=== design 1 ===
Fig. 1: design 1, clock wires, drivers and flops
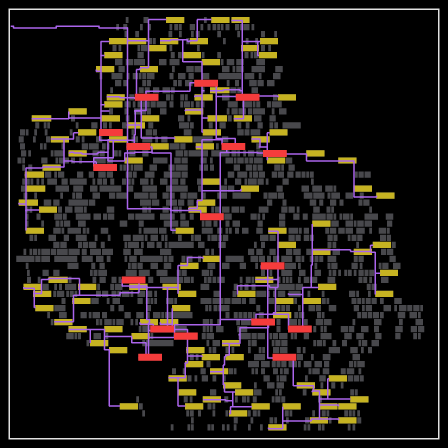

<file path="config.mk">
export PLATFORM = sky130hd
export DESIGN_NAME = serial_clock_gen
export DESIGN_NICKNAME = d
export VERILOG_FILES = /design/src/rtl/serial_clock_gen_pkg.sv /design/src/rtl/serial_clock_gen_clock_period_counter.sv /design/src/rtl/serial_clock_gen.sv
export SDC_FILE = /design/constraint.sdc
export NUM_CORES = 1
export LEC_CHECK = 0
export CORE_MARGIN = 2
export CORE_UTILIZATION = 30
export CTS_CLUSTER_DIAMETER = 100
export CTS_CLUSTER_SIZE = 24
export DETAILED_ROUTE_END_ITERATION = 16
export DONT_BUFFER_PORTS = 1
export PLACE_DENSITY = 0.52
export SYNTH_ARGS = -nofsm -noshare
export SYNTH_HDL_FRONTEND = slang
export SYNTH_SLANG_ARGS = --single-unit
</file>
<file path="constraint.sdc">
create_clock -name i_clk -period 2.99 [get_ports i_clk]
set_input_delay 0.598 -clock i_clk [delete_from_list [all_inputs] [get_ports i_clk]]
set_output_delay 0.598 -clock i_clk [all_outputs]
set_load 0.05 [all_outputs]
</file>
<file path="src/rtl/serial_clock_gen_pkg.sv">
// Shared encodings for the framed serial clock generator.
package serial_clock_gen_pkg;

  typedef enum logic [2:0] {
    ST_IDLE  = 3'd0,
    ST_LEAD  = 3'd1,
    ST_RUN   = 3'd2,
    ST_GAP   = 3'd3,
    ST_TRAIL = 3'd4
  } state_e;

  // Below two ticks per period there is no room for both levels.
  localparam int unsigned DIV_MIN = 2;

endpackage

</file>
<file path="src/rtl/serial_clock_gen_clock_period_counter.sv">
// Free-running period counter: cnt 0..div-1 while enabled, with edge/period pulses.
// Held at 0 while disabled so every enabled burst begins on a leading edge.
module clock_period_counter #(
  parameter int CNT_W = 16
) (
  input  logic             i_clk,
  input  logic             i_rst,
  input  logic             i_en,
  input  logic [CNT_W-1:0] i_div,
  output logic [CNT_W-1:0] o_cnt,
  output logic             o_lead_edge,
  output logic             o_trail_edge,
  output logic             o_period_end
);

  logic [CNT_W-1:0] r_cnt;
  logic [CNT_W-1:0] w_half;
  logic [CNT_W-1:0] w_last;

  assign w_half = i_div >> 1;
  assign w_last = i_div - 1'b1;

  always_ff @(posedge i_clk) begin
    if (i_rst || !i_en) r_cnt <= '0;
    else if (o_period_end) r_cnt <= '0;
    else r_cnt <= r_cnt + 1'b1;
  end

  assign o_cnt        = r_cnt;
  assign o_lead_edge  = i_en && (r_cnt == '0);
  assign o_trail_edge = i_en && (r_cnt == w_half);
  assign o_period_end = i_en && (r_cnt == w_last);

endmodule

</file>
<file path="src/rtl/serial_clock_gen.sv">
// Framed serial clock generator: lead / N symbols of B periods with gaps / trail,
// all CPOL/CPHA modes, with shift/sample strobes for the data shift engines.
module serial_clock_gen #(
  parameter int CNT_W  = 16,
  parameter int BITS_W = 6,
  parameter int SYMS_W = 8
) (
  input  logic              i_clk,
  input  logic              i_rst,
  input  logic [CNT_W-1:0]  i_divisor,
  input  logic              i_clk_polarity,
  input  logic              i_clk_phase,
  input  logic [BITS_W-1:0] i_bits_per_sym,
  input  logic [SYMS_W-1:0] i_num_syms,
  input  logic [CNT_W-1:0]  i_lead_ticks,
  input  logic [CNT_W-1:0]  i_sym_delay_ticks,
  input  logic [CNT_W-1:0]  i_trail_ticks,
  input  logic              i_start,
  input  logic              i_abort,
  output logic              o_clock_out,
  output logic              o_shift_strobe,
  output logic              o_sample_strobe,
  output logic              o_busy,
  output logic              o_done
);
  import serial_clock_gen_pkg::*;

  state_e             r_state, w_nstate;
  logic [CNT_W-1:0]   r_div, r_gap, r_trail, r_dly, w_dly_nxt;
  logic [BITS_W-1:0]  r_bits, r_bit, w_bit_nxt;
  logic [SYMS_W-1:0]  r_syms, r_sym, w_sym_nxt;
  logic               r_cpol, r_cpha;
  logic               r_abort_pend, w_abort_nxt;
  logic               r_done, w_done_nxt;

  logic [CNT_W-1:0]   w_div_clamp, w_cnt, w_trail_load, w_gap_load;
  logic               w_run, w_start_ok, w_degen;
  logic               w_lead_edge, w_trail_edge, w_period_end;
  logic               w_last_bit, w_last_sym, w_abort_any;

  assign w_div_clamp = (i_divisor < CNT_W'(DIV_MIN)) ? CNT_W'(DIV_MIN) : i_divisor;
  assign w_start_ok  = (r_state == ST_IDLE) && i_start;
  assign w_degen     = (i_bits_per_sym == '0) || (i_num_syms == '0);
  assign w_run       = (r_state == ST_RUN);

  clock_period_counter #(.CNT_W(CNT_W)) u_period (
    .i_clk        (i_clk),
    .i_rst        (i_rst),
    .i_en         (w_run),
    .i_div        (r_div),
    .o_cnt        (w_cnt),
    .o_lead_edge  (w_lead_edge),
    .o_trail_edge (w_trail_edge),
    .o_period_end (w_period_end)
  );

  // Config is sampled once per transfer so the register block may reprogram freely.
  always_ff @(posedge i_clk) begin
    if (i_rst) begin
      r_div   <= '0;
      r_gap   <= '0;
      r_trail <= '0;
      r_bits  <= '0;
      r_syms  <= '0;
      r_cpol  <= 1'b0;
      r_cpha  <= 1'b0;
    end else if (w_start_ok) begin
      r_div   <= w_div_clamp;
      r_gap   <= i_sym_delay_ticks;
      r_trail <= i_trail_ticks;
      r_bits  <= i_bits_per_sym;
      r_syms  <= i_num_syms;
      r_cpol  <= i_clk_polarity;
      r_cpha  <= i_clk_phase;
    end
  end

  always_ff @(posedge i_clk) begin
    if (i_rst) begin
      r_state      <= ST_IDLE;
      r_dly        <= '0;
      r_bit        <= '0;
      r_sym        <= '0;
      r_abort_pend <= 1'b0;
      r_done       <= 1'b0;
    end else begin
      r_state      <= w_nstate;
      r_dly        <= w_dly_nxt;
      r_bit        <= w_bit_nxt;
      r_sym        <= w_sym_nxt;
      r_abort_pend <= w_abort_nxt;
      r_done       <= w_done_nxt;
    end
  end

  assign w_trail_load = (r_trail == '0) ? '0 : r_trail - 1'b1;
  assign w_gap_load   = (r_gap == '0) ? '0 : r_gap - 1'b1;
  assign w_last_bit   = (BITS_W'(r_bit + 1'b1) == r_bits);
  assign w_last_sym   = (SYMS_W'(r_sym + 1'b1) == r_syms);
  assign w_abort_any  = i_abort || r_abort_pend;

  // Zero-length delay states are skipped by jumping straight past them.
  always_comb begin
    w_nstate    = r_state;
    w_dly_nxt   = (r_dly == '0) ? '0 : r_dly - 1'b1;
    w_bit_nxt   = r_bit;
    w_sym_nxt   = r_sym;
    w_abort_nxt = r_abort_pend;
    w_done_nxt  = 1'b0;
    case (r_state)
      ST_IDLE: begin
        w_dly_nxt   = '0;
        w_bit_nxt   = '0;
        w_sym_nxt   = '0;
        w_abort_nxt = 1'b0;
        if (i_start) begin
          if (w_degen) begin
            w_done_nxt = 1'b1;
          end else if (i_lead_ticks == '0) begin
            w_nstate = ST_RUN;
          end else begin
            w_nstate  = ST_LEAD;
            w_dly_nxt = i_lead_ticks - 1'b1;
          end
        end
      end
      ST_LEAD, ST_GAP: begin
        if (i_abort) begin
          w_nstate   = (r_trail == '0) ? ST_IDLE : ST_TRAIL;
          w_dly_nxt  = w_trail_load;
          w_done_nxt = (r_trail == '0);
        end else if (r_dly == '0) begin
          w_nstate = ST_RUN;
        end
      end
      ST_RUN: begin
        if (i_abort) w_abort_nxt = 1'b1;
        if (w_period_end) begin
          if (w_last_bit) begin
            w_bit_nxt = '0;
            w_sym_nxt = r_sym + 1'b1;
          end else begin
            w_bit_nxt = r_bit + 1'b1;
          end
          if (w_abort_any || (w_last_bit && w_last_sym)) begin
            w_nstate   = (r_trail == '0) ? ST_IDLE : ST_TRAIL;
            w_dly_nxt  = w_trail_load;
            w_done_nxt = (r_trail == '0);
          end else if (w_last_bit && (r_gap != '0)) begin
            w_nstate  = ST_GAP;
            w_dly_nxt = w_gap_load;
          end
        end
      end
      ST_TRAIL: begin
        if (r_dly == '0) begin
          w_nstate   = ST_IDLE;
          w_done_nxt = 1'b1;
        end
      end
      default: w_nstate = ST_IDLE;
    endcase
  end

  // Active level occupies cnt < div/2, so an odd divisor gets the shorter active half.
  assign o_clock_out     = (r_state == ST_IDLE) ? i_clk_polarity :
                           (w_run && (w_cnt < (r_div >> 1))) ? ~r_cpol : r_cpol;
  assign o_sample_strobe = r_cpha ? w_trail_edge : w_lead_edge;
  assign o_shift_strobe  = r_cpha ? w_lead_edge : w_trail_edge;
  assign o_busy          = (r_state != ST_IDLE);
  assign o_done          = r_done;

endmodule

</file>
=== design 2 ===
===== src/rtl/oldland_muldiv.sv =====
// Iterative multiply/divide unit for the Oldland execute stage.
// One shift-add (multiply) or restoring-subtract (divide) step per cycle.
// Optional early-out for trivial operands: define OLDLAND_MULDIV_EARLY_OUT_EN.
module oldland_muldiv #(
  parameter int unsigned WIDTH = 32,
  parameter int unsigned CNT_W = 6
) (
  input  logic             clk,
  input  logic             rst_n,
  input  logic             start,
  input  logic [2:0]       op,
  input  logic [WIDTH-1:0] op_a,
  input  logic [WIDTH-1:0] op_b,
  input  logic [3:0]       rd_sel_in,
  input  logic             kill,
  output logic             ready,
  output logic             busy,
  output logic             done,
  output logic [WIDTH-1:0] result,
  output logic [3:0]       rd_sel_out,
  output logic             div_zero
);

  typedef enum logic [1:0] {StIdle, StRun, StFix, StDone} state_e;

  state_e             state_q, state_d;
  logic [CNT_W-1:0]   cnt_q;
  logic               div_q, hi_sel_q, neg_a_q, neg_b_q, dz_q;
  logic [WIDTH-1:0]   opnd_q, hi_q, lo_q, fix_q;
  logic [WIDTH-1:0]   result_q;
  logic [3:0]         rd_q, rd_out_q;
  logic               done_q, div_zero_q;

  // Input decode at acceptance
  logic             in_div, in_sgn, in_neg_a, in_neg_b, in_b_zero, early, accept;
  logic [WIDTH-1:0] abs_a, abs_b;

  assign in_div    = op[2];
  // Reserved 010 falls through as an unsigned low-word multiply
  assign in_sgn    = in_div ? op[1] : (op[1] & op[0]);
  assign in_neg_a  = in_sgn & op_a[WIDTH-1];
  assign in_neg_b  = in_sgn & op_b[WIDTH-1];
  assign abs_a     = in_neg_a ? -op_a : op_a;
  assign abs_b     = in_neg_b ? -op_b : op_b;
  assign in_b_zero = (op_b == '0);
  assign accept    = (state_q == StIdle) && start && !kill;

`ifdef OLDLAND_MULDIV_EARLY_OUT_EN
  assign early = in_div ? (in_b_zero || (op_b == WIDTH'(1)))
                        : ((op_a == '0) || in_b_zero);
`else
  assign early = 1'b0;
`endif

  // Iteration step datapath
  logic [WIDTH:0]   mul_sum, div_shift;
  logic [WIDTH-1:0] div_diff;
  logic             div_ge;

  assign mul_sum   = {1'b0, hi_q} + {1'b0, (lo_q[0] ? opnd_q : '0)};
  assign div_shift = {hi_q, lo_q[WIDTH-1]};
  assign div_ge    = div_shift >= {1'b0, opnd_q};
  // Only used when div_ge, where the true difference fits in WIDTH bits
  assign div_diff  = div_shift[WIDTH-1:0] - opnd_q;

  // Sign fix-up and result select
  logic [2*WIDTH-1:0] prod, prod_fix;
  logic [WIDTH-1:0]   quot_fix, rem_fix, fix_d;
  logic               neg_res;

  assign neg_res  = neg_a_q ^ neg_b_q;
  assign prod     = {hi_q, lo_q};
  assign prod_fix = neg_res ? -prod : prod;
  // Divide by zero forces all-ones quotient regardless of signs
  assign quot_fix = dz_q ? '1 : (neg_res ? -lo_q : lo_q);
  assign rem_fix  = neg_a_q ? -hi_q : hi_q;
  assign fix_d    = div_q ? (hi_sel_q ? rem_fix : quot_fix)
                          : (hi_sel_q ? prod_fix[2*WIDTH-1:WIDTH] : prod_fix[WIDTH-1:0]);

  // Next-state logic
  always_comb begin
    state_d = state_q;
    unique case (state_q)
      StIdle: if (start && !kill) state_d = early ? StFix : StRun;
      StRun: begin
        if (kill) state_d = StIdle;
        else if (cnt_q == CNT_W'(1)) state_d = StFix;
      end
      StFix:  state_d = kill ? StIdle : StDone;
      StDone: state_d = StIdle;
      default: state_d = StIdle;
    endcase
  end

  // State register
  always_ff @(posedge clk or negedge rst_n) begin
    if (!rst_n) state_q <= StIdle;
    else        state_q <= state_d;
  end

  // Operand latch, iteration and fix-up registers
  always_ff @(posedge clk or negedge rst_n) begin
    if (!rst_n) begin
      cnt_q    <= '0;
      div_q    <= 1'b0;
      hi_sel_q <= 1'b0;
      neg_a_q  <= 1'b0;
      neg_b_q  <= 1'b0;
      dz_q     <= 1'b0;
      opnd_q   <= '0;
      hi_q     <= '0;
      lo_q     <= '0;
      fix_q    <= '0;
      rd_q     <= '0;
    end else if (accept) begin
      cnt_q    <= CNT_W'(WIDTH);
      div_q    <= in_div;
      hi_sel_q <= op[0];
      neg_a_q  <= in_neg_a;
      neg_b_q  <= in_neg_b;
      dz_q     <= in_div & in_b_zero;
      rd_q     <= rd_sel_in;
      hi_q     <= '0;
      opnd_q   <= in_div ? abs_b : abs_a;
      lo_q     <= in_div ? abs_a : abs_b;
      // Early-out loads the final datapath contents directly
      if (early && !in_div) lo_q <= '0;
      if (early && in_div && in_b_zero) begin
        hi_q <= abs_a;
        lo_q <= '1;
      end
    end else if (state_q == StRun) begin
      cnt_q <= cnt_q - CNT_W'(1);
      if (div_q) begin
        hi_q <= div_ge ? div_diff : div_shift[WIDTH-1:0];
        lo_q <= {lo_q[WIDTH-2:0], div_ge};
      end else begin
        hi_q <= mul_sum[WIDTH:1];
        lo_q <= {mul_sum[0], lo_q[WIDTH-1:1]};
      end
    end else if (state_q == StFix) begin
      fix_q <= fix_d;
    end
  end

  // Output registers: done pulse and held result
  always_ff @(posedge clk or negedge rst_n) begin
    if (!rst_n) begin
      done_q     <= 1'b0;
      result_q   <= '0;
      rd_out_q   <= '0;
      div_zero_q <= 1'b0;
    end else begin
      done_q <= (state_q == StDone) && !kill;
      if ((state_q == StDone) && !kill) begin
        result_q   <= fix_q;
        rd_out_q   <= rd_q;
        div_zero_q <= dz_q;
      end
    end
  end

  assign ready      = (state_q == StIdle);
  assign busy       = (start && ready) || !ready;
  assign done       = done_q;
  assign result     = result_q;
  assign rd_sel_out = rd_out_q;
  assign div_zero   = div_zero_q;

endmodule


===== config.mk =====
export PLATFORM = sky130hd
export DESIGN_NAME = oldland_muldiv
export DESIGN_NICKNAME = d
export VERILOG_FILES = /design/src/rtl/oldland_muldiv.sv
export SDC_FILE = /design/constraint.sdc
export NUM_CORES = 1
export LEC_CHECK = 0
export CORE_MARGIN = 2
export CORE_UTILIZATION = 55
export DETAILED_ROUTE_END_ITERATION = 8
export GPL_TIMING_DRIVEN = 0
export PLACE_DENSITY = 0.88
export SLEW_MARGIN = 15
export SYNTH_ARGS = -nofsm -noshare
export SYNTH_HDL_FRONTEND = slang
export SYNTH_SLANG_ARGS = --single-unit

===== constraint.sdc =====
create_clock -name clk -period 3.03 [get_ports clk]
set_input_delay 0.303 -clock clk [delete_from_list [all_inputs] [get_ports clk]]
set_output_delay 0.303 -clock clk [all_outputs]
set_load 0.02 [all_outputs]

=== design 3 ===
===== config.mk =====
export PLATFORM = sky130hd
export DESIGN_NAME = pacman_game_core_flat
export DESIGN_NICKNAME = d
export VERILOG_FILES = /design/src/rtl/pacman_pkg.sv /design/src/rtl/pacman_game_core_if.sv /design/src/rtl/ghost_unit.sv /design/src/rtl/pacman_game_core.sv /design/src/flat_wrapper.sv
export SDC_FILE = /design/constraint.sdc
export NUM_CORES = 1
export LEC_CHECK = 0
export ABC_AREA = 1
export CELL_PAD_IN_SITES_DETAIL_PLACEMENT = 1
export CELL_PAD_IN_SITES_GLOBAL_PLACEMENT = 1
export CORE_ASPECT_RATIO = 1.4
export CORE_MARGIN = 1
export CORE_UTILIZATION = 34
export CTS_BUF_LIST = sky130_fd_sc_hd__clkbuf_2 sky130_fd_sc_hd__clkbuf_4 sky130_fd_sc_hd__clkbuf_8
export CTS_CLUSTER_SIZE = 25
export DETAILED_ROUTE_END_ITERATION = 6
export HOLD_SLACK_MARGIN = 0.06
export PLACE_DENSITY = 0.83
export SKIP_LAST_GASP = 1
export SYNTH_ARGS = -nofsm -noshare
export SYNTH_HDL_FRONTEND = slang
export SYNTH_SLANG_ARGS = --single-unit

===== constraint.sdc =====
create_clock -name clk -period 2.4 [get_ports clk]
set_input_delay 0.48 -clock clk [delete_from_list [all_inputs] [get_ports clk]]
set_output_delay 0.48 -clock clk [all_outputs]
set_load 0.02 [all_outputs]

===== src/rtl/pacman_pkg.sv =====
// rtl/pacman_pkg.sv - shared state encoding, score width/saturation and coordinate width helper
package pacman_pkg;

  typedef enum logic [2:0] {
    IDLE = 3'd0,
    PLAY = 3'd1,
    HIT  = 3'd2,
    WIN  = 3'd3,
    LOSE = 3'd4
  } game_state_t;

  localparam int SCORE_W = 14;
  localparam logic [SCORE_W-1:0] SCORE_MAX = 14'd9999;

  function automatic int coord_w(input int n);
    return $clog2(n);
  endfunction

endpackage


===== src/rtl/pacman_game_core_if.sv =====
// rtl/pacman_game_core_if.sv - button/tick inputs and display-facing game state of the Pac-Man core
interface pacman_game_core_if #(
  parameter int GRID_W     = 8,
  parameter int GRID_H     = 8,
  parameter int NUM_GHOSTS = 2,
  parameter int NUM_FRUITS = 3
);
  localparam int XW = pacman_pkg::coord_w(GRID_W);
  localparam int YW = pacman_pkg::coord_w(GRID_H);

  logic                     start;
  logic                     up;
  logic                     down;
  logic                     left;
  logic                     right;
  logic                     g_tick;
  logic [XW-1:0]            pac_x;
  logic [YW-1:0]            pac_y;
  logic [NUM_GHOSTS*XW-1:0] ghost_x;
  logic [NUM_GHOSTS*YW-1:0] ghost_y;
  logic [NUM_FRUITS-1:0]    fruit_alive;
  logic [13:0]              score;
  logic [13:0]              steps;
  logic [2:0]               lives;
  logic [2:0]               state;

  modport master (
    output start, up, down, left, right, g_tick,
    input  pac_x, pac_y, ghost_x, ghost_y, fruit_alive, score, steps, lives, state
  );

  modport slave (
    input  start, up, down, left, right, g_tick,
    output pac_x, pac_y, ghost_x, ghost_y, fruit_alive, score, steps, lives, state
  );

endinterface


===== src/rtl/ghost_unit.sv =====
// rtl/ghost_unit.sv - one ghost: position/direction registers, spawn point and per-tick step
// GHOST_CHASE_EN: odd-indexed ghosts step toward Pac-Man instead of patrolling their row.
module ghost_unit
  import pacman_pkg::*;
#(
  parameter int GRID_W = 8,
  parameter int GRID_H = 8,
  parameter int IDX    = 0
) (
  input  logic                           clk,
  input  logic                           respawn,
  input  logic                           tick,
  input  logic [coord_w(GRID_W)-1:0]     pac_x,
  input  logic [coord_w(GRID_H)-1:0]     pac_y,
  output logic [coord_w(GRID_W)-1:0]     x,
  output logic [coord_w(GRID_H)-1:0]     y
);
  localparam int XW = coord_w(GRID_W);
  localparam int YW = coord_w(GRID_H);
  localparam logic [XW-1:0] SPAWN_X = XW'(GRID_W - 1 - (IDX % GRID_W));
  localparam logic [YW-1:0] SPAWN_Y = YW'(GRID_H - 1 - IDX);
  localparam logic [XW-1:0] X_MAX   = XW'(GRID_W - 1);

`ifdef GHOST_CHASE_EN
  localparam bit CHASE = (IDX % 2) == 1;
`else
  localparam bit CHASE = 1'b0;
  logic unused_pac;
  assign unused_pac = ^{pac_x, pac_y};
`endif

  logic dir_neg;

  // A patrolling ghost at a wall turns around and still moves on that tick.
  always_ff @(posedge clk) begin
    if (respawn) begin
      x       <= SPAWN_X;
      y       <= SPAWN_Y;
      dir_neg <= 1'b0;
    end else if (tick) begin
      if (CHASE) begin
        if (pac_x > x)      x <= x + 1'b1;
        else if (pac_x < x) x <= x - 1'b1;
        else if (pac_y > y) y <= y + 1'b1;
        else if (pac_y < y) y <= y - 1'b1;
      end else if (!dir_neg) begin
        if (x == X_MAX) begin
          dir_neg <= 1'b1;
          x       <= x - 1'b1;
        end else begin
          x <= x + 1'b1;
        end
      end else begin
        if (x == '0) begin
          dir_neg <= 1'b0;
          x       <= x + 1'b1;
        end else begin
          x <= x - 1'b1;
        end
      end
    end
  end

endmodule


===== src/rtl/pacman_game_core.sv =====
// rtl/pacman_game_core.sv - Pac-Man game engine: state machine, Pac-Man moves, fruit and ghost collision
// Optional build macro GHOST_CHASE_EN (used in ghost_unit) turns odd-indexed ghosts into chasers.
module pacman_game_core
  import pacman_pkg::*;
#(
  parameter int GRID_W       = 8,
  parameter int GRID_H       = 8,
  parameter int NUM_GHOSTS   = 2,
  parameter int NUM_FRUITS   = 3,
  parameter int LIVES        = 3,
  parameter int FRUIT_POINTS = 100,
  parameter int HIT_TICKS    = 4
) (
  input logic               clk,
  input logic               reset,
  pacman_game_core_if.slave bus
);
  localparam int XW  = coord_w(GRID_W);
  localparam int YW  = coord_w(GRID_H);
  localparam int HCW = $clog2(HIT_TICKS + 1);
  localparam logic [XW-1:0] X_MAX = XW'(GRID_W - 1);
  localparam logic [YW-1:0] Y_MAX = YW'(GRID_H - 1);

  game_state_t              state;
  logic [XW-1:0]            pac_x, next_x;
  logic [YW-1:0]            pac_y, next_y;
  logic [NUM_GHOSTS*XW-1:0] ghost_x;
  logic [NUM_GHOSTS*YW-1:0] ghost_y;
  logic [NUM_GHOSTS-1:0]    ghost_hit;
  logic [NUM_FRUITS-1:0]    fruit_alive, fruit_hit;
  logic [SCORE_W-1:0]       score, steps;
  logic [2:0]               lives;
  logic [HCW-1:0]           hit_cnt;
  logic move_ok, go_win, go_hit, hit_done, ghost_tick, respawn;

  always_comb begin
    fruit_hit = '0;
    for (int j = 0; j < NUM_FRUITS; j++)
      fruit_hit[j] = fruit_alive[j] && (pac_x == X_MAX) && (pac_y == YW'(j));
  end

  // Only the highest-priority pulse counts, even when that one is blocked by the edge.
  always_comb begin
    move_ok = 1'b0;
    next_x  = pac_x;
    next_y  = pac_y;
    if (bus.up) begin
      move_ok = (pac_y != '0);
      next_y  = pac_y - 1'b1;
    end else if (bus.down) begin
      move_ok = (pac_y != Y_MAX);
      next_y  = pac_y + 1'b1;
    end else if (bus.left) begin
      move_ok = (pac_x != '0);
      next_x  = pac_x - 1'b1;
    end else if (bus.right) begin
      move_ok = (pac_x != X_MAX);
      next_x  = pac_x + 1'b1;
    end
  end

  assign go_win     = (|fruit_hit) && ((fruit_alive & ~fruit_hit) == '0);
  assign go_hit     = (|ghost_hit) && !go_win;
  assign ghost_tick = (state == PLAY) && !bus.start && !go_win && !go_hit && bus.g_tick;
  assign hit_done   = (state == HIT) && !bus.start && bus.g_tick && (hit_cnt == HCW'(HIT_TICKS - 1));
  assign respawn    = reset || bus.start || hit_done;

  for (genvar i = 0; i < NUM_GHOSTS; i++) begin : g_ghost
    ghost_unit #(.GRID_W(GRID_W), .GRID_H(GRID_H), .IDX(i)) u_ghost (
      .clk     (clk),
      .respawn (respawn),
      .tick    (ghost_tick),
      .pac_x   (pac_x),
      .pac_y   (pac_y),
      .x       (ghost_x[i*XW +: XW]),
      .y       (ghost_y[i*YW +: YW])
    );
    assign ghost_hit[i] = (ghost_x[i*XW +: XW] == pac_x) && (ghost_y[i*YW +: YW] == pac_y);
  end

  always_ff @(posedge clk) begin
    if (reset || bus.start) begin
      state       <= reset ? IDLE : PLAY;
      pac_x       <= '0;
      pac_y       <= '0;
      fruit_alive <= '1;
      score       <= '0;
      steps       <= '0;
      lives       <= 3'(LIVES);
      hit_cnt     <= '0;
    end else begin
      case (state)
        PLAY: begin
          if (|fruit_hit) begin
            fruit_alive <= fruit_alive & ~fruit_hit;
            score <= (score > SCORE_W'(SCORE_MAX - FRUIT_POINTS)) ? SCORE_MAX
                                                                   : score + SCORE_W'(FRUIT_POINTS);
          end
          // A collision or win freezes the board on the cycle it is detected.
          if (go_win) begin
            state <= WIN;
          end else if (go_hit) begin
            lives   <= lives - 3'd1;
            hit_cnt <= '0;
            state   <= (lives == 3'd1) ? LOSE : HIT;
          end else if (move_ok) begin
            pac_x <= next_x;
            pac_y <= next_y;
            if (steps != SCORE_MAX) steps <= steps + 1'b1;
          end
        end
        HIT: begin
          if (hit_done) begin
            pac_x   <= '0;
            pac_y   <= '0;
            hit_cnt <= '0;
            state   <= PLAY;
          end else if (bus.g_tick) begin
            hit_cnt <= hit_cnt + 1'b1;
          end
        end
        default: ;
      endcase
    end
  end

  assign bus.pac_x       = pac_x;
  assign bus.pac_y       = pac_y;
  assign bus.ghost_x     = ghost_x;
  assign bus.ghost_y     = ghost_y;
  assign bus.fruit_alive = fruit_alive;
  assign bus.score       = score;
  assign bus.steps       = steps;
  assign bus.lives       = lives;
  assign bus.state       = state;

endmodule


===== src/flat_wrapper.sv =====
// flat-port wrapper written by rule: the top's interface ports become plain ports
module pacman_game_core_flat import pacman_pkg::*;
#(
  parameter int GRID_W       = 8,
  parameter int GRID_H       = 8,
  parameter int NUM_GHOSTS   = 2,
  parameter int NUM_FRUITS   = 3,
  parameter int LIVES        = 3,
  parameter int FRUIT_POINTS = 100,
  parameter int HIT_TICKS    = 4
)
  (clk, reset, bus_start, bus_up, bus_down, bus_left, bus_right, bus_g_tick, bus_pac_x, bus_pac_y, bus_ghost_x, bus_ghost_y, bus_fruit_alive, bus_score, bus_steps, bus_lives, bus_state);
  pacman_game_core_if #(.GRID_W(GRID_W), .GRID_H(GRID_H), .NUM_GHOSTS(NUM_GHOSTS), .NUM_FRUITS(NUM_FRUITS)) bus_i ();
  input logic clk;
  input logic reset;
  input wire logic [$bits(bus_i.start)-1:0] bus_start;
  input wire logic [$bits(bus_i.up)-1:0] bus_up;
  input wire logic [$bits(bus_i.down)-1:0] bus_down;
  input wire logic [$bits(bus_i.left)-1:0] bus_left;
  input wire logic [$bits(bus_i.right)-1:0] bus_right;
  input wire logic [$bits(bus_i.g_tick)-1:0] bus_g_tick;
  output wire logic [$bits(bus_i.pac_x)-1:0] bus_pac_x;
  output wire logic [$bits(bus_i.pac_y)-1:0] bus_pac_y;
  output wire logic [$bits(bus_i.ghost_x)-1:0] bus_ghost_x;
  output wire logic [$bits(bus_i.ghost_y)-1:0] bus_ghost_y;
  output wire logic [$bits(bus_i.fruit_alive)-1:0] bus_fruit_alive;
  output wire logic [$bits(bus_i.score)-1:0] bus_score;
  output wire logic [$bits(bus_i.steps)-1:0] bus_steps;
  output wire logic [$bits(bus_i.lives)-1:0] bus_lives;
  output wire logic [$bits(bus_i.state)-1:0] bus_state;
  assign bus_i.start = bus_start;
  assign bus_i.up = bus_up;
  assign bus_i.down = bus_down;
  assign bus_i.left = bus_left;
  assign bus_i.right = bus_right;
  assign bus_i.g_tick = bus_g_tick;
  assign bus_pac_x = bus_i.pac_x;
  assign bus_pac_y = bus_i.pac_y;
  assign bus_ghost_x = bus_i.ghost_x;
  assign bus_ghost_y = bus_i.ghost_y;
  assign bus_fruit_alive = bus_i.fruit_alive;
  assign bus_score = bus_i.score;
  assign bus_steps = bus_i.steps;
  assign bus_lives = bus_i.lives;
  assign bus_state = bus_i.state;
  pacman_game_core #(.GRID_W(GRID_W), .GRID_H(GRID_H), .NUM_GHOSTS(NUM_GHOSTS), .NUM_FRUITS(NUM_FRUITS), .LIVES(LIVES), .FRUIT_POINTS(FRUIT_POINTS), .HIT_TICKS(HIT_TICKS)) u_core (.clk(clk), .reset(reset), .bus(bus_i));
endmodule

=== design 4 ===
$ cat src/rtl/pe_inj_arb.sv
`default_nettype none
// ============================================================================
// Module   : pe_inj_arb
// Brief    : Round-robin injection scheduler for the PE-to-switch port of a
//            torus node. Grants one of N_REQ local sources into a single
//            output register, holds it until the switch accepts it and
//            counts accepted packets.
// Options  : PE_INJ_RATE_LIMIT_EN - enforce rate_gap idle cycles after
//            every acceptance (gap counter is only built when defined).
// Revision : 1.0 - initial release
// ============================================================================
module pe_inj_arb #(
  parameter int P_W   = 16,
  parameter int N_REQ = 4,
  parameter int GAP_W = 4,
  parameter int CNT_W = 16,
  localparam int IDX_W = (N_REQ > 1) ? $clog2(N_REQ) : 1
) (
  input  logic                 clk,
  input  logic                 rst_n,
  input  logic [N_REQ*P_W-1:0] req_pkt,
  input  logic [N_REQ-1:0]     req_vld,
  output logic [N_REQ-1:0]     req_rdy,
  output logic [P_W-1:0]       out_pkt,
  output logic                 out_vld,
  input  logic                 sw_rdy,
  output logic [IDX_W-1:0]     grant_idx,
  output logic [CNT_W-1:0]     tx_cnt,
  input  logic [GAP_W-1:0]     rate_gap
);

  typedef enum logic [0:0] {
    ST_IDLE = 1'b0,
    ST_HOLD = 1'b1
  } state_e;

  localparam logic [IDX_W-1:0] c_LAST_IDX = IDX_W'(N_REQ - 1);

  state_e             state_q, state_d;
  logic [P_W-1:0]     out_pkt_q, out_pkt_d;
  logic [IDX_W-1:0]   grant_q, grant_d;
  logic [IDX_W-1:0]   rr_q, rr_d;
  logic [CNT_W-1:0]   tx_cnt_q, tx_cnt_d;

  logic               w_found;
  logic [IDX_W-1:0]   w_gnt;
  logic               w_accept;
  logic               w_gap_ok;
  logic               w_load;

  // The register is "taken" by the switch only while it actually holds a packet.
  assign w_accept = (state_q == ST_HOLD) && sw_rdy;

`ifdef PE_INJ_RATE_LIMIT_EN
  logic [GAP_W-1:0] gap_q, gap_d;

  // The counter holds the idle cycles still owed after the current one, so an
  // acceptance loads rate_gap-1 and the acceptance cycle itself is blocked.
  always_comb begin
    gap_d = gap_q;
    if (w_accept) begin
      gap_d = (rate_gap == '0) ? '0 : rate_gap - GAP_W'(1);
    end else if (gap_q != '0) begin
      gap_d = gap_q - GAP_W'(1);
    end
  end

  // Gap counter register.
  always_ff @(posedge clk or negedge rst_n) begin
    if (!rst_n) begin
      gap_q <= '0;
    end else begin
      gap_q <= gap_d;
    end
  end

  assign w_gap_ok = (gap_q == '0) && !(w_accept && (rate_gap != '0));
`else
  logic w_unused_rate_gap;
  assign w_unused_rate_gap = ^rate_gap;
  assign w_gap_ok          = 1'b1;
`endif

  // Round-robin search: first valid requester at or after the pointer. The
  // loop runs downward so the smallest offset from the pointer wins.
  always_comb begin
    int j;
    j       = 0;
    w_found = 1'b0;
    w_gnt   = '0;
    for (int k = N_REQ - 1; k >= 0; k--) begin
      j = int'(rr_q) + k;
      if (j >= N_REQ) begin
        j = j - N_REQ;
      end
      if (req_vld[IDX_W'(j)]) begin
        w_found = 1'b1;
        w_gnt   = IDX_W'(j);
      end
    end
  end

  // Load when the register is free (or being freed this cycle) and the gap allows.
  assign w_load = w_found && ((state_q == ST_IDLE) || sw_rdy) && w_gap_ok;

  // Next-state and datapath: defaults hold everything, then load/accept override.
  always_comb begin
    state_d   = state_q;
    out_pkt_d = out_pkt_q;
    grant_d   = grant_q;
    rr_d      = rr_q;
    tx_cnt_d  = tx_cnt_q;
    req_rdy   = '0;

    if (w_accept) begin
      tx_cnt_d = tx_cnt_q + CNT_W'(1);
    end

    if (w_load) begin
      req_rdy[w_gnt] = 1'b1;
      out_pkt_d      = req_pkt[int'(w_gnt)*P_W +: P_W];
      grant_d        = w_gnt;
      rr_d           = (w_gnt == c_LAST_IDX) ? '0 : w_gnt + IDX_W'(1);
      state_d        = ST_HOLD;
    end else if (w_accept) begin
      state_d = ST_IDLE;
    end
  end

  // State and datapath registers; reset drops any held packet.
  always_ff @(posedge clk or negedge rst_n) begin
    if (!rst_n) begin
      state_q   <= ST_IDLE;
      out_pkt_q <= '0;
      grant_q   <= '0;
      rr_q      <= '0;
      tx_cnt_q  <= '0;
    end else begin
      state_q   <= state_d;
      out_pkt_q <= out_pkt_d;
      grant_q   <= grant_d;
      rr_q      <= rr_d;
      tx_cnt_q  <= tx_cnt_d;
    end
  end

  assign out_vld   = (state_q == ST_HOLD);
  assign out_pkt   = out_pkt_q;
  assign grant_idx = grant_q;
  assign tx_cnt    = tx_cnt_q;

endmodule
`default_nettype wire

$ cat config.mk
export PLATFORM = sky130hd
export DESIGN_NAME = pe_inj_arb
export DESIGN_NICKNAME = d
export VERILOG_FILES = /design/src/rtl/pe_inj_arb.sv
export SDC_FILE = /design/constraint.sdc
export NUM_CORES = 1
export LEC_CHECK = 0
export CAP_MARGIN = 20
export CELL_PAD_IN_SITES_DETAIL_PLACEMENT = 0
export CELL_PAD_IN_SITES_GLOBAL_PLACEMENT = 2
export CORE_MARGIN = 1.5
export CORE_UTILIZATION = 23
export DETAILED_ROUTE_END_ITERATION = 16
export PLACE_DENSITY_LB_ADDON = 0.08
export SLEW_MARGIN = 0
export SYNTH_ARGS = -nofsm -noshare
export SYNTH_HDL_FRONTEND = slang
export SYNTH_SLANG_ARGS = --single-unit
$ cat constraint.sdc
create_clock -name clk -period 2.2 [get_ports clk]
set_clock_uncertainty 0.15 [all_clocks]
set_input_delay 0.44 -clock clk [delete_from_list [all_inputs] [get_ports clk]]
set_output_delay 0.44 -clock clk [all_outputs]
set_load 0.05 [all_outputs]
Fig. 2: design 4, clock wires, drivers and flops
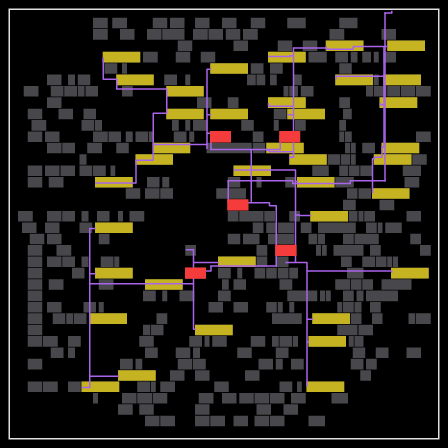
[clock wires] purple | length: 595 um
[flip-flops] yellow | count: 37
[clock-net drivers] red | count: 5
routed clock nets: 6
flops lie: spread over the die

==> results_slide.txt, design 4 <==
Run Summary

Detailed routing
  – Top sig layer: met4

Timing
  – Final min period: 2334 ps
  – Final period utilization: 1.061
  – Final WS setup: -133.6 ps
  – Worst Tran Pin Value: ~860 ps
  – Final setup violation count: 4

Clock tree
  – H-tree levels: 2
  – Cts hold-fix bufs: 1
  – Worst-Skew Late Latency: 290 ps
  – Cts repair resizes: 22

Logic synthesis
  – Top logic family: AND-OR/OR-AND gates
  – Yosys chip area: 0.002272 mm2
  – Xor+xnor area frac: 0.05782

Run status
  – Failing checks: negative setup slack
  – Status: finished with violations

Place
  – Pre-CTS setup slack: -433.7 ps

Finish
  – Non-Clock Buffer Count: 147
  – Inverters: 3
  – Clock-cell share of area: 0.02922
  – Flop share of the area: 0.2350

Floorplanning
  – Io pins: about 110

Critical path
  – Slowest CP cell: dfrtp_1
  – Startpoint types: register
  – CP required: approximately 1600 ps

Global route
  – GR Layer Usage met2: 0.2695
  – Pin count of the biggest net entering global routing: 22

Min path
  – Hold path depth: 1
Fig. 3: design 1, wiring by layer
Scale bar: 50 um.
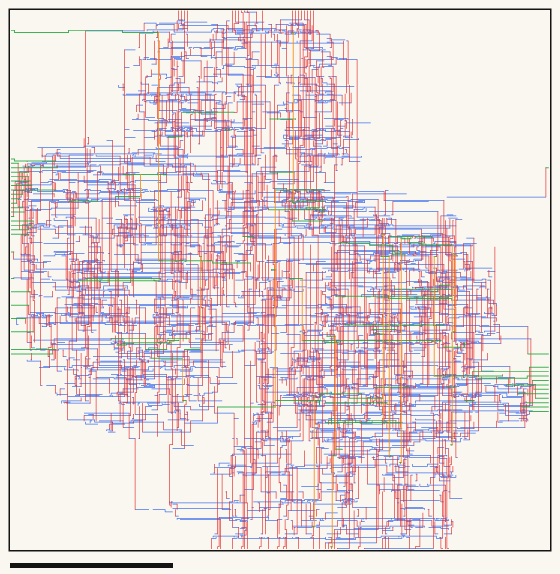
| layer | color | wire length |
|---|---|---|
| M4 | orange | 666 um |
| M3 | green | 987 um |
| M2 | red | 12000 um |
| M1 | blue | 11300 um |

Fig. 4: design 1, cell area per tile
17 x 17 tiles, from dark blue (low) to red (high), 0 to 100% covered.
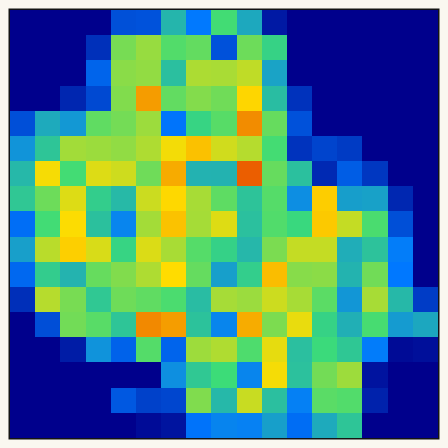
densest ninth of the die: center
mean over tiles: 35%
nearly empty tiles: 26%

## Picture notes: Fig. 1
[clock-net drivers] red | count: 17
[clock wires] purple | length: 1880 um
[flip-flops] yellow | count: 115
flops lie: spread over the die

==> results_slide.txt, design 1 <==
Run Summary

Floorplanning
  – Die height: 165.7 um
  – Pre-Place Util: 0.3036
  – Io pins: approximately 89
  – Core area: between 0.02 and 0.03 mm2

Min path
  – Hold Path Class: input port to register
  – Hold Crit Start: i_rst

Run status
  – Status: finished with violations
  – Failing checks: negative setup slack

Finish
  – Ant diodes: 0
  – Multi-input comb cells: slightly below 900
  – Inverters: 39
  – Fin nets: between 1000 and 1500
  – Layout clock buffers: 23
  – Finished Cell Area: approximately 0.0099 mm2
  – Core Util, Final: 0.3843

Place
  – Pre-CTS setup slack: -258.1 ps
  – Post-DP HPWL: approximately 19000 um
  – GPL Wtd Cong: about 0.86

Detailed routing
  – Total number of vias: approximately 7900
  – Routed wire length: about 25000 um
  – Post-DRT Antenna Nets: 0
  – Met3 WL: 987 um

Timing
  – Final setup violation count: 2
  – Final hold slack: ~230 ps
  – Clock Skews: around 11 ps
  – Final WS setup: -42.66 ps

Critical path
  – Cell depth of the worst setup path: 13
  – CP max stage delay: between 300 and 400 ps
  – Crit-path cells: buf_6 -> inv_2 -> ha_4 -> nor2b_1 -> o21a_1 -> o21a_1 -> o21ai_1 -> nand2b_1 -> a21oi_2 -> o21ai_2 -> mux2i_1 -> nand3_1 -> buf_12
  – Worst r2r dst: r_sym[7]
  – Startpoint types: register
  – CP Max Fanout: 4
  – Setup crit end: o_clock_out
  – Worst EP arrival: approximately 2400 ps
  – Delay-heaviest family, CP: AND-OR/OR-AND gates
  – CP Buf/Inv Count: 3
  – Slowest CP cell: dfxtp_2

Power and ir drop
  – Combinational power: ~0.0046 W
  – Power per cell area: 881.8 mW/mm2
  – Internal power: a little over 0.005 W
  – Net Sw Power: about 0.0036 W

Clock tree
  – CTS tree: built
  – Postcts setup bufs: 5
  – Cts bufs inserted: 17
  – H-tree levels: 4
  – Clock Tree Buf Depth: 2
  – Cts repair resizes: 22

Logic synthesis
  – Yosys aoi share: 0.1831
  – Flip-flops with a built-in enable: 0
  – Synth Register Bits: about 120
  – Top-count cell post-synth: nand2_1
  – Yosys chip area: around 0.0078 mm2
  – Syn avg cell area: around 7.3 um2

Global route
  – Total gr overflow: 0
  – Pin count of the biggest net entering global routing: about 100
  – Total track usage: 0.1799

Run
  – Maximum capacitance violations: 0
Fig. 5: design 3, selected gate families
Scale bar: 20 um.
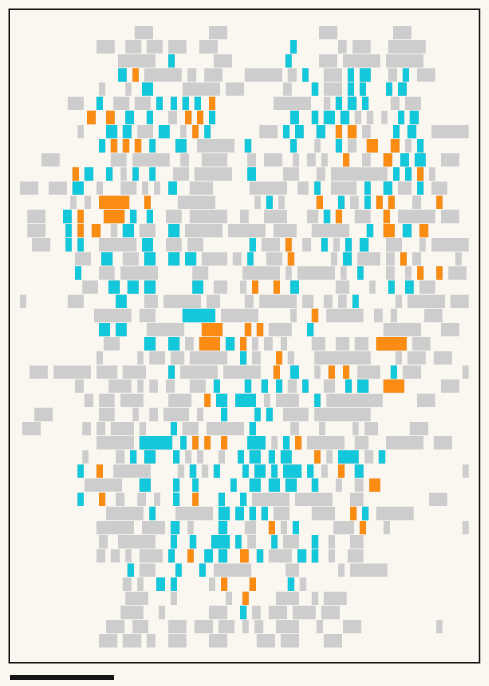
| family | color | cells |
|---|---|---|
| nor cells | orange | 70 |
| nand cells | cyan | 186 |

==> results_slide.txt, design 3 <==
Run Summary

Logic synthesis
  – Yosys aoi share: 0.1195
  – Top-count cell post-synth: nand2_1
  – Yosys warning tally: 0
  – Simple-gate share of the synthesized area: 0.3303
  – Yosys chip area: between 0.003 and 0.004 mm2
  – Fa+ha+maj area frac: 0.07648
  – Synth Register Bits: 53

Critical path
  – CP Launch Point: u_core.bus.pac_y[0]
  – Worst setup EP type: register
  – CP Max Fanout: 19
  – Reg2reg setup slack: roughly 270 ps
  – Worst R2R Path Depth: 11

Finish
  – Ant diodes: 0
  – Commonest non-fill, non-tap cell in the layout: nand2_1
  – Multi-input comb cells: between 300 and 400
  – Combinational share of cell area: 0.4944
  – Core Util, Final: 0.4299
  – Flop share of the area: 0.2426
  – Most frequent cells in the layout: nand2_1, inv_1, clkdlybuf4s50_1, nor2_1, dfxtp_1

Clock tree
  – Postcts setup bufs: 0
  – Clock Tree Buf Depth: 2

Power and ir drop
  – Net Sw Power: between 0.0005 and 0.0006 W
  – Switching share of power: 0.3028

Detailed routing
  – DR WL/cell: ~15 um
  – Initial DRC Count: approximately 80
  – Routed wire length: ~11000 um
  – Drt pass-1 iters: 4
  – Via-to-Cell Ratio: roughly 5.0

Timing
  – Slew Limit Fails: 0
  – Fmax: approximately 470 MHz
  – Final WS setup: between 200 and 300 ps
  – Clock Skews: roughly 5.7 ps
  – Final period utilization: 0.8870

Global route
  – Total track usage: 0.1934
  – Pin count of the biggest net entering global routing: 20
  – GR Layer Usage met2: 0.3952
  – First-pass GRT wire length: ~18000 um

Run status
  – Status: completed

Min path
  – Hold path depth: 2

Place
  – Placed Cells: a little over 700
Fig. 6: design 2, selected gate families
Scale bar: 50 um.
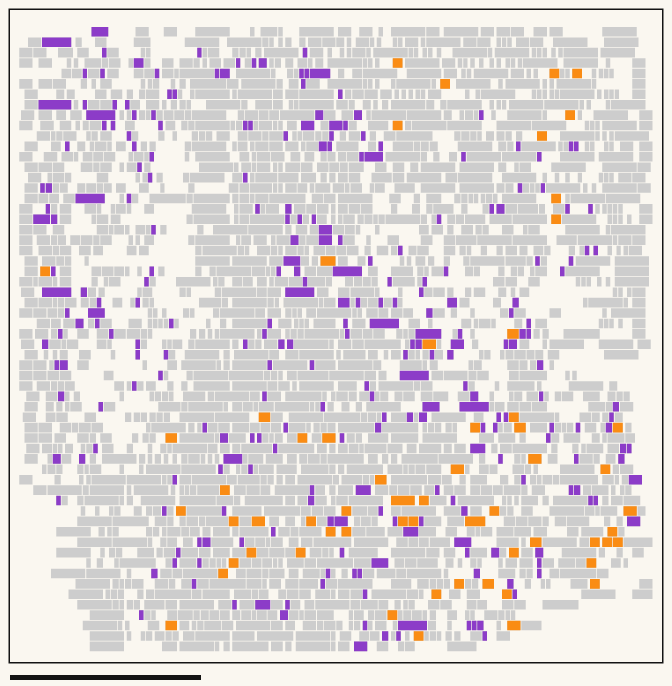
| family | color | cells |
|---|---|---|
| nor cells | purple | 261 |
| non-inverting ao/oa cells | orange | 60 |

==> results_slide.txt, design 2 <==
Run Summary

Logic synthesis
  – Simple-gate share of the synthesized area: 0.2013
  – Top cells by count: nand2_1, dfrtp_1, nor2_1, o21ai_0, a21oi_1
  – Syn avg cell area: a little under 8 um2
  – Nets at Floorplan: 2117
  – Flip-flops with a built-in enable: 0
  – Post-synth ARST share: 1.000

Detailed routing
  – Top sig layer: met4
  – DR WL/cell: roughly 25 um
  – Met3 WL: around 7900 um
  – Total number of vias: between 15000 and 20000

Run status
  – Status: finished with violations
  – Failing checks: negative setup slack

Global route
  – Total track usage: 0.4124
  – GR Layer Usage met2: 0.6246
  – Initial antenna violation count: 2
  – Global routing's busiest layer: met2

Run
  – Maximum capacitance violations: 0
  – Tool warnings: 32

Finish
  – Non-Clock Buffer Count: between 300 and 400
  – Comb area: 0.01116 mm2
  – Inverters: between 70 and 80

Min path
  – Hold path depth: 3

Power and ir drop
  – Leakage: roughly 8.1 nW
  – Internal power: 0.009430 W
  – Sequential cell power: roughly 0.0042 W
  – Clock power share: 0.128
  – Logic pwr share: 0.653
  – Power per cell area: roughly 980 mW/mm2

Timing
  – Hold Violations, Final: 0
  – Final setup violation count: 22
  – Final WS setup: -249.2 ps
  – Slew HR: 0.2711

Place
  – Post-DP Area: around 0.017 mm2

Critical path
  – Worst R2R Path Depth: 16
  – CP Buf/Inv Count: 5
  – Crit-path cells: clkinv_4 -> buf_8 -> nor2_2 -> ha_1 -> buf_4 -> buf_4 -> a21oi_2 -> o21ai_2 -> a21oi_2 -> buf_4 -> a21oi_2 -> a21boi_0 -> o21bai_1 -> xor2_1 -> a22oi_1 -> o21ai_0

Floorplanning
  – Core area: between 0.02 and 0.03 mm2
  – Pre-Place Util: 0.5625

Clock tree
  – Root Driver: clkbuf_16


==> gallery <==
Cell area per tile.
image #1
10 x 10 tiles, from dark blue (low) to red (high), 0 to 100% covered.
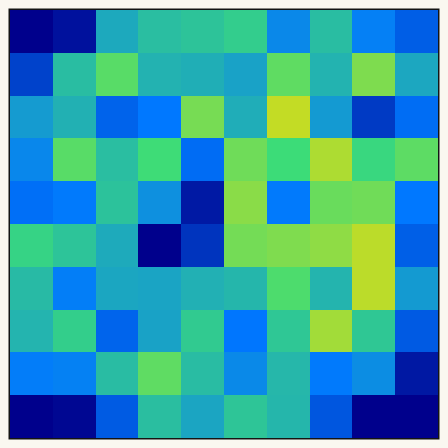
image #2
17 x 17 tiles, from dark blue (low) to red (high), 0 to 100% covered.
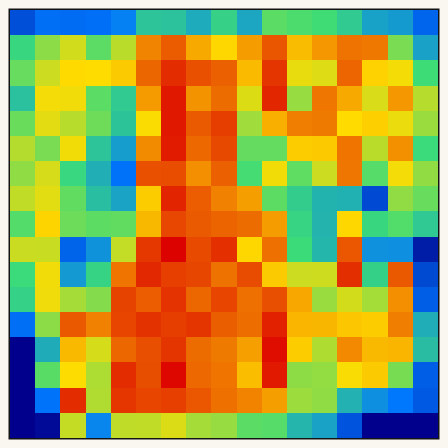
image #3
9 x 13 tiles, from dark blue (low) to red (high), 0 to 100% covered.
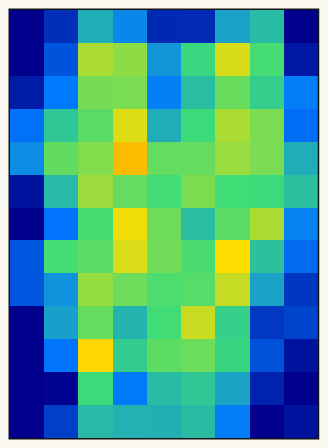
| from | picture |
|---|---|
| design 4 | image #1 |
| design 2 | image #2 |
| design 3 | image #3 |


==> screenshots <==
Track usage over the die.
picture 1
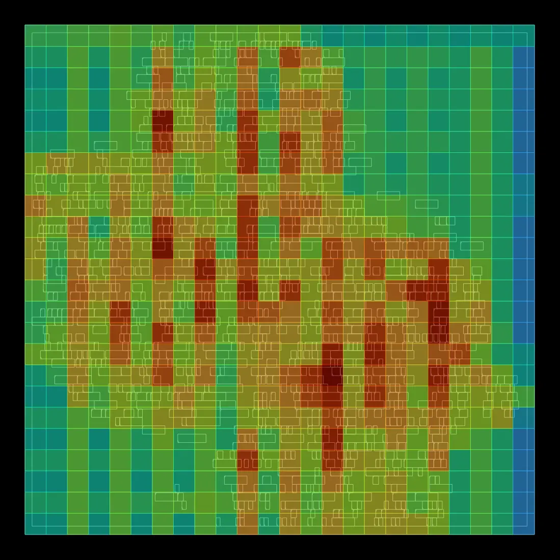
picture 2
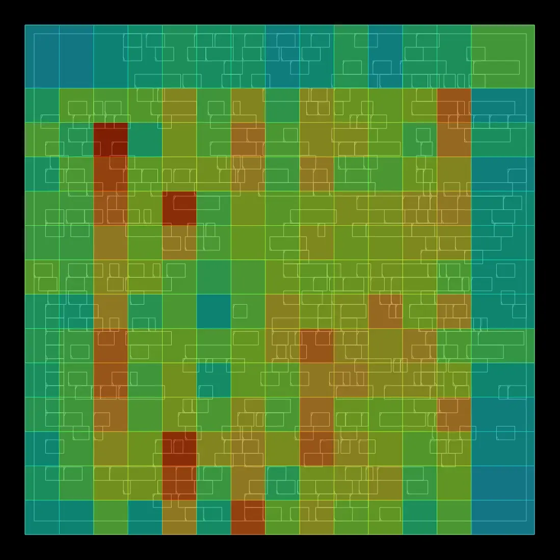
picture 3
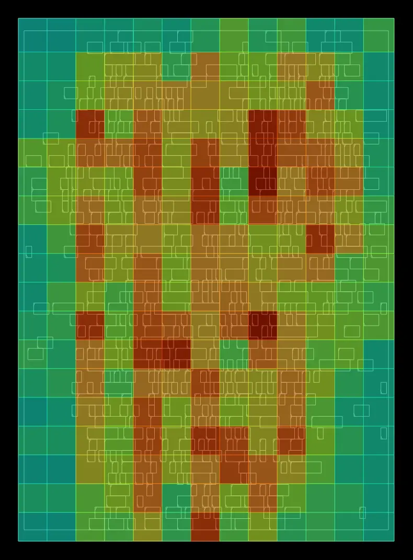
picture 4
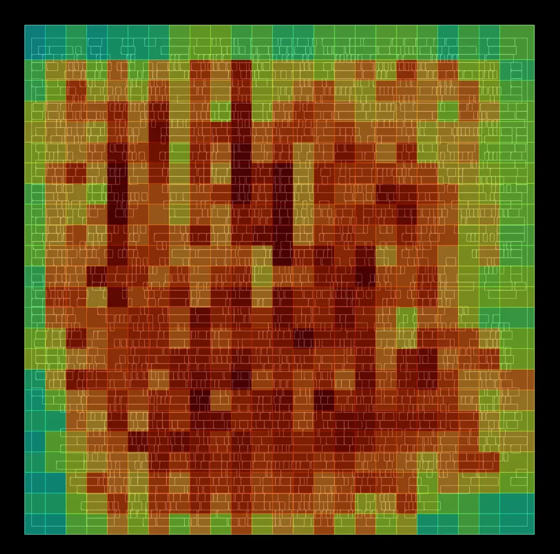
The one with the highest track usage is picture 4.
The one with the highest utilization is picture 4.
picture 3 -> design 3
picture 4 -> design 2
picture 1 -> design 1
picture 2 -> design 4

No activity file was given, so power comes from the tool's default toggle rates.
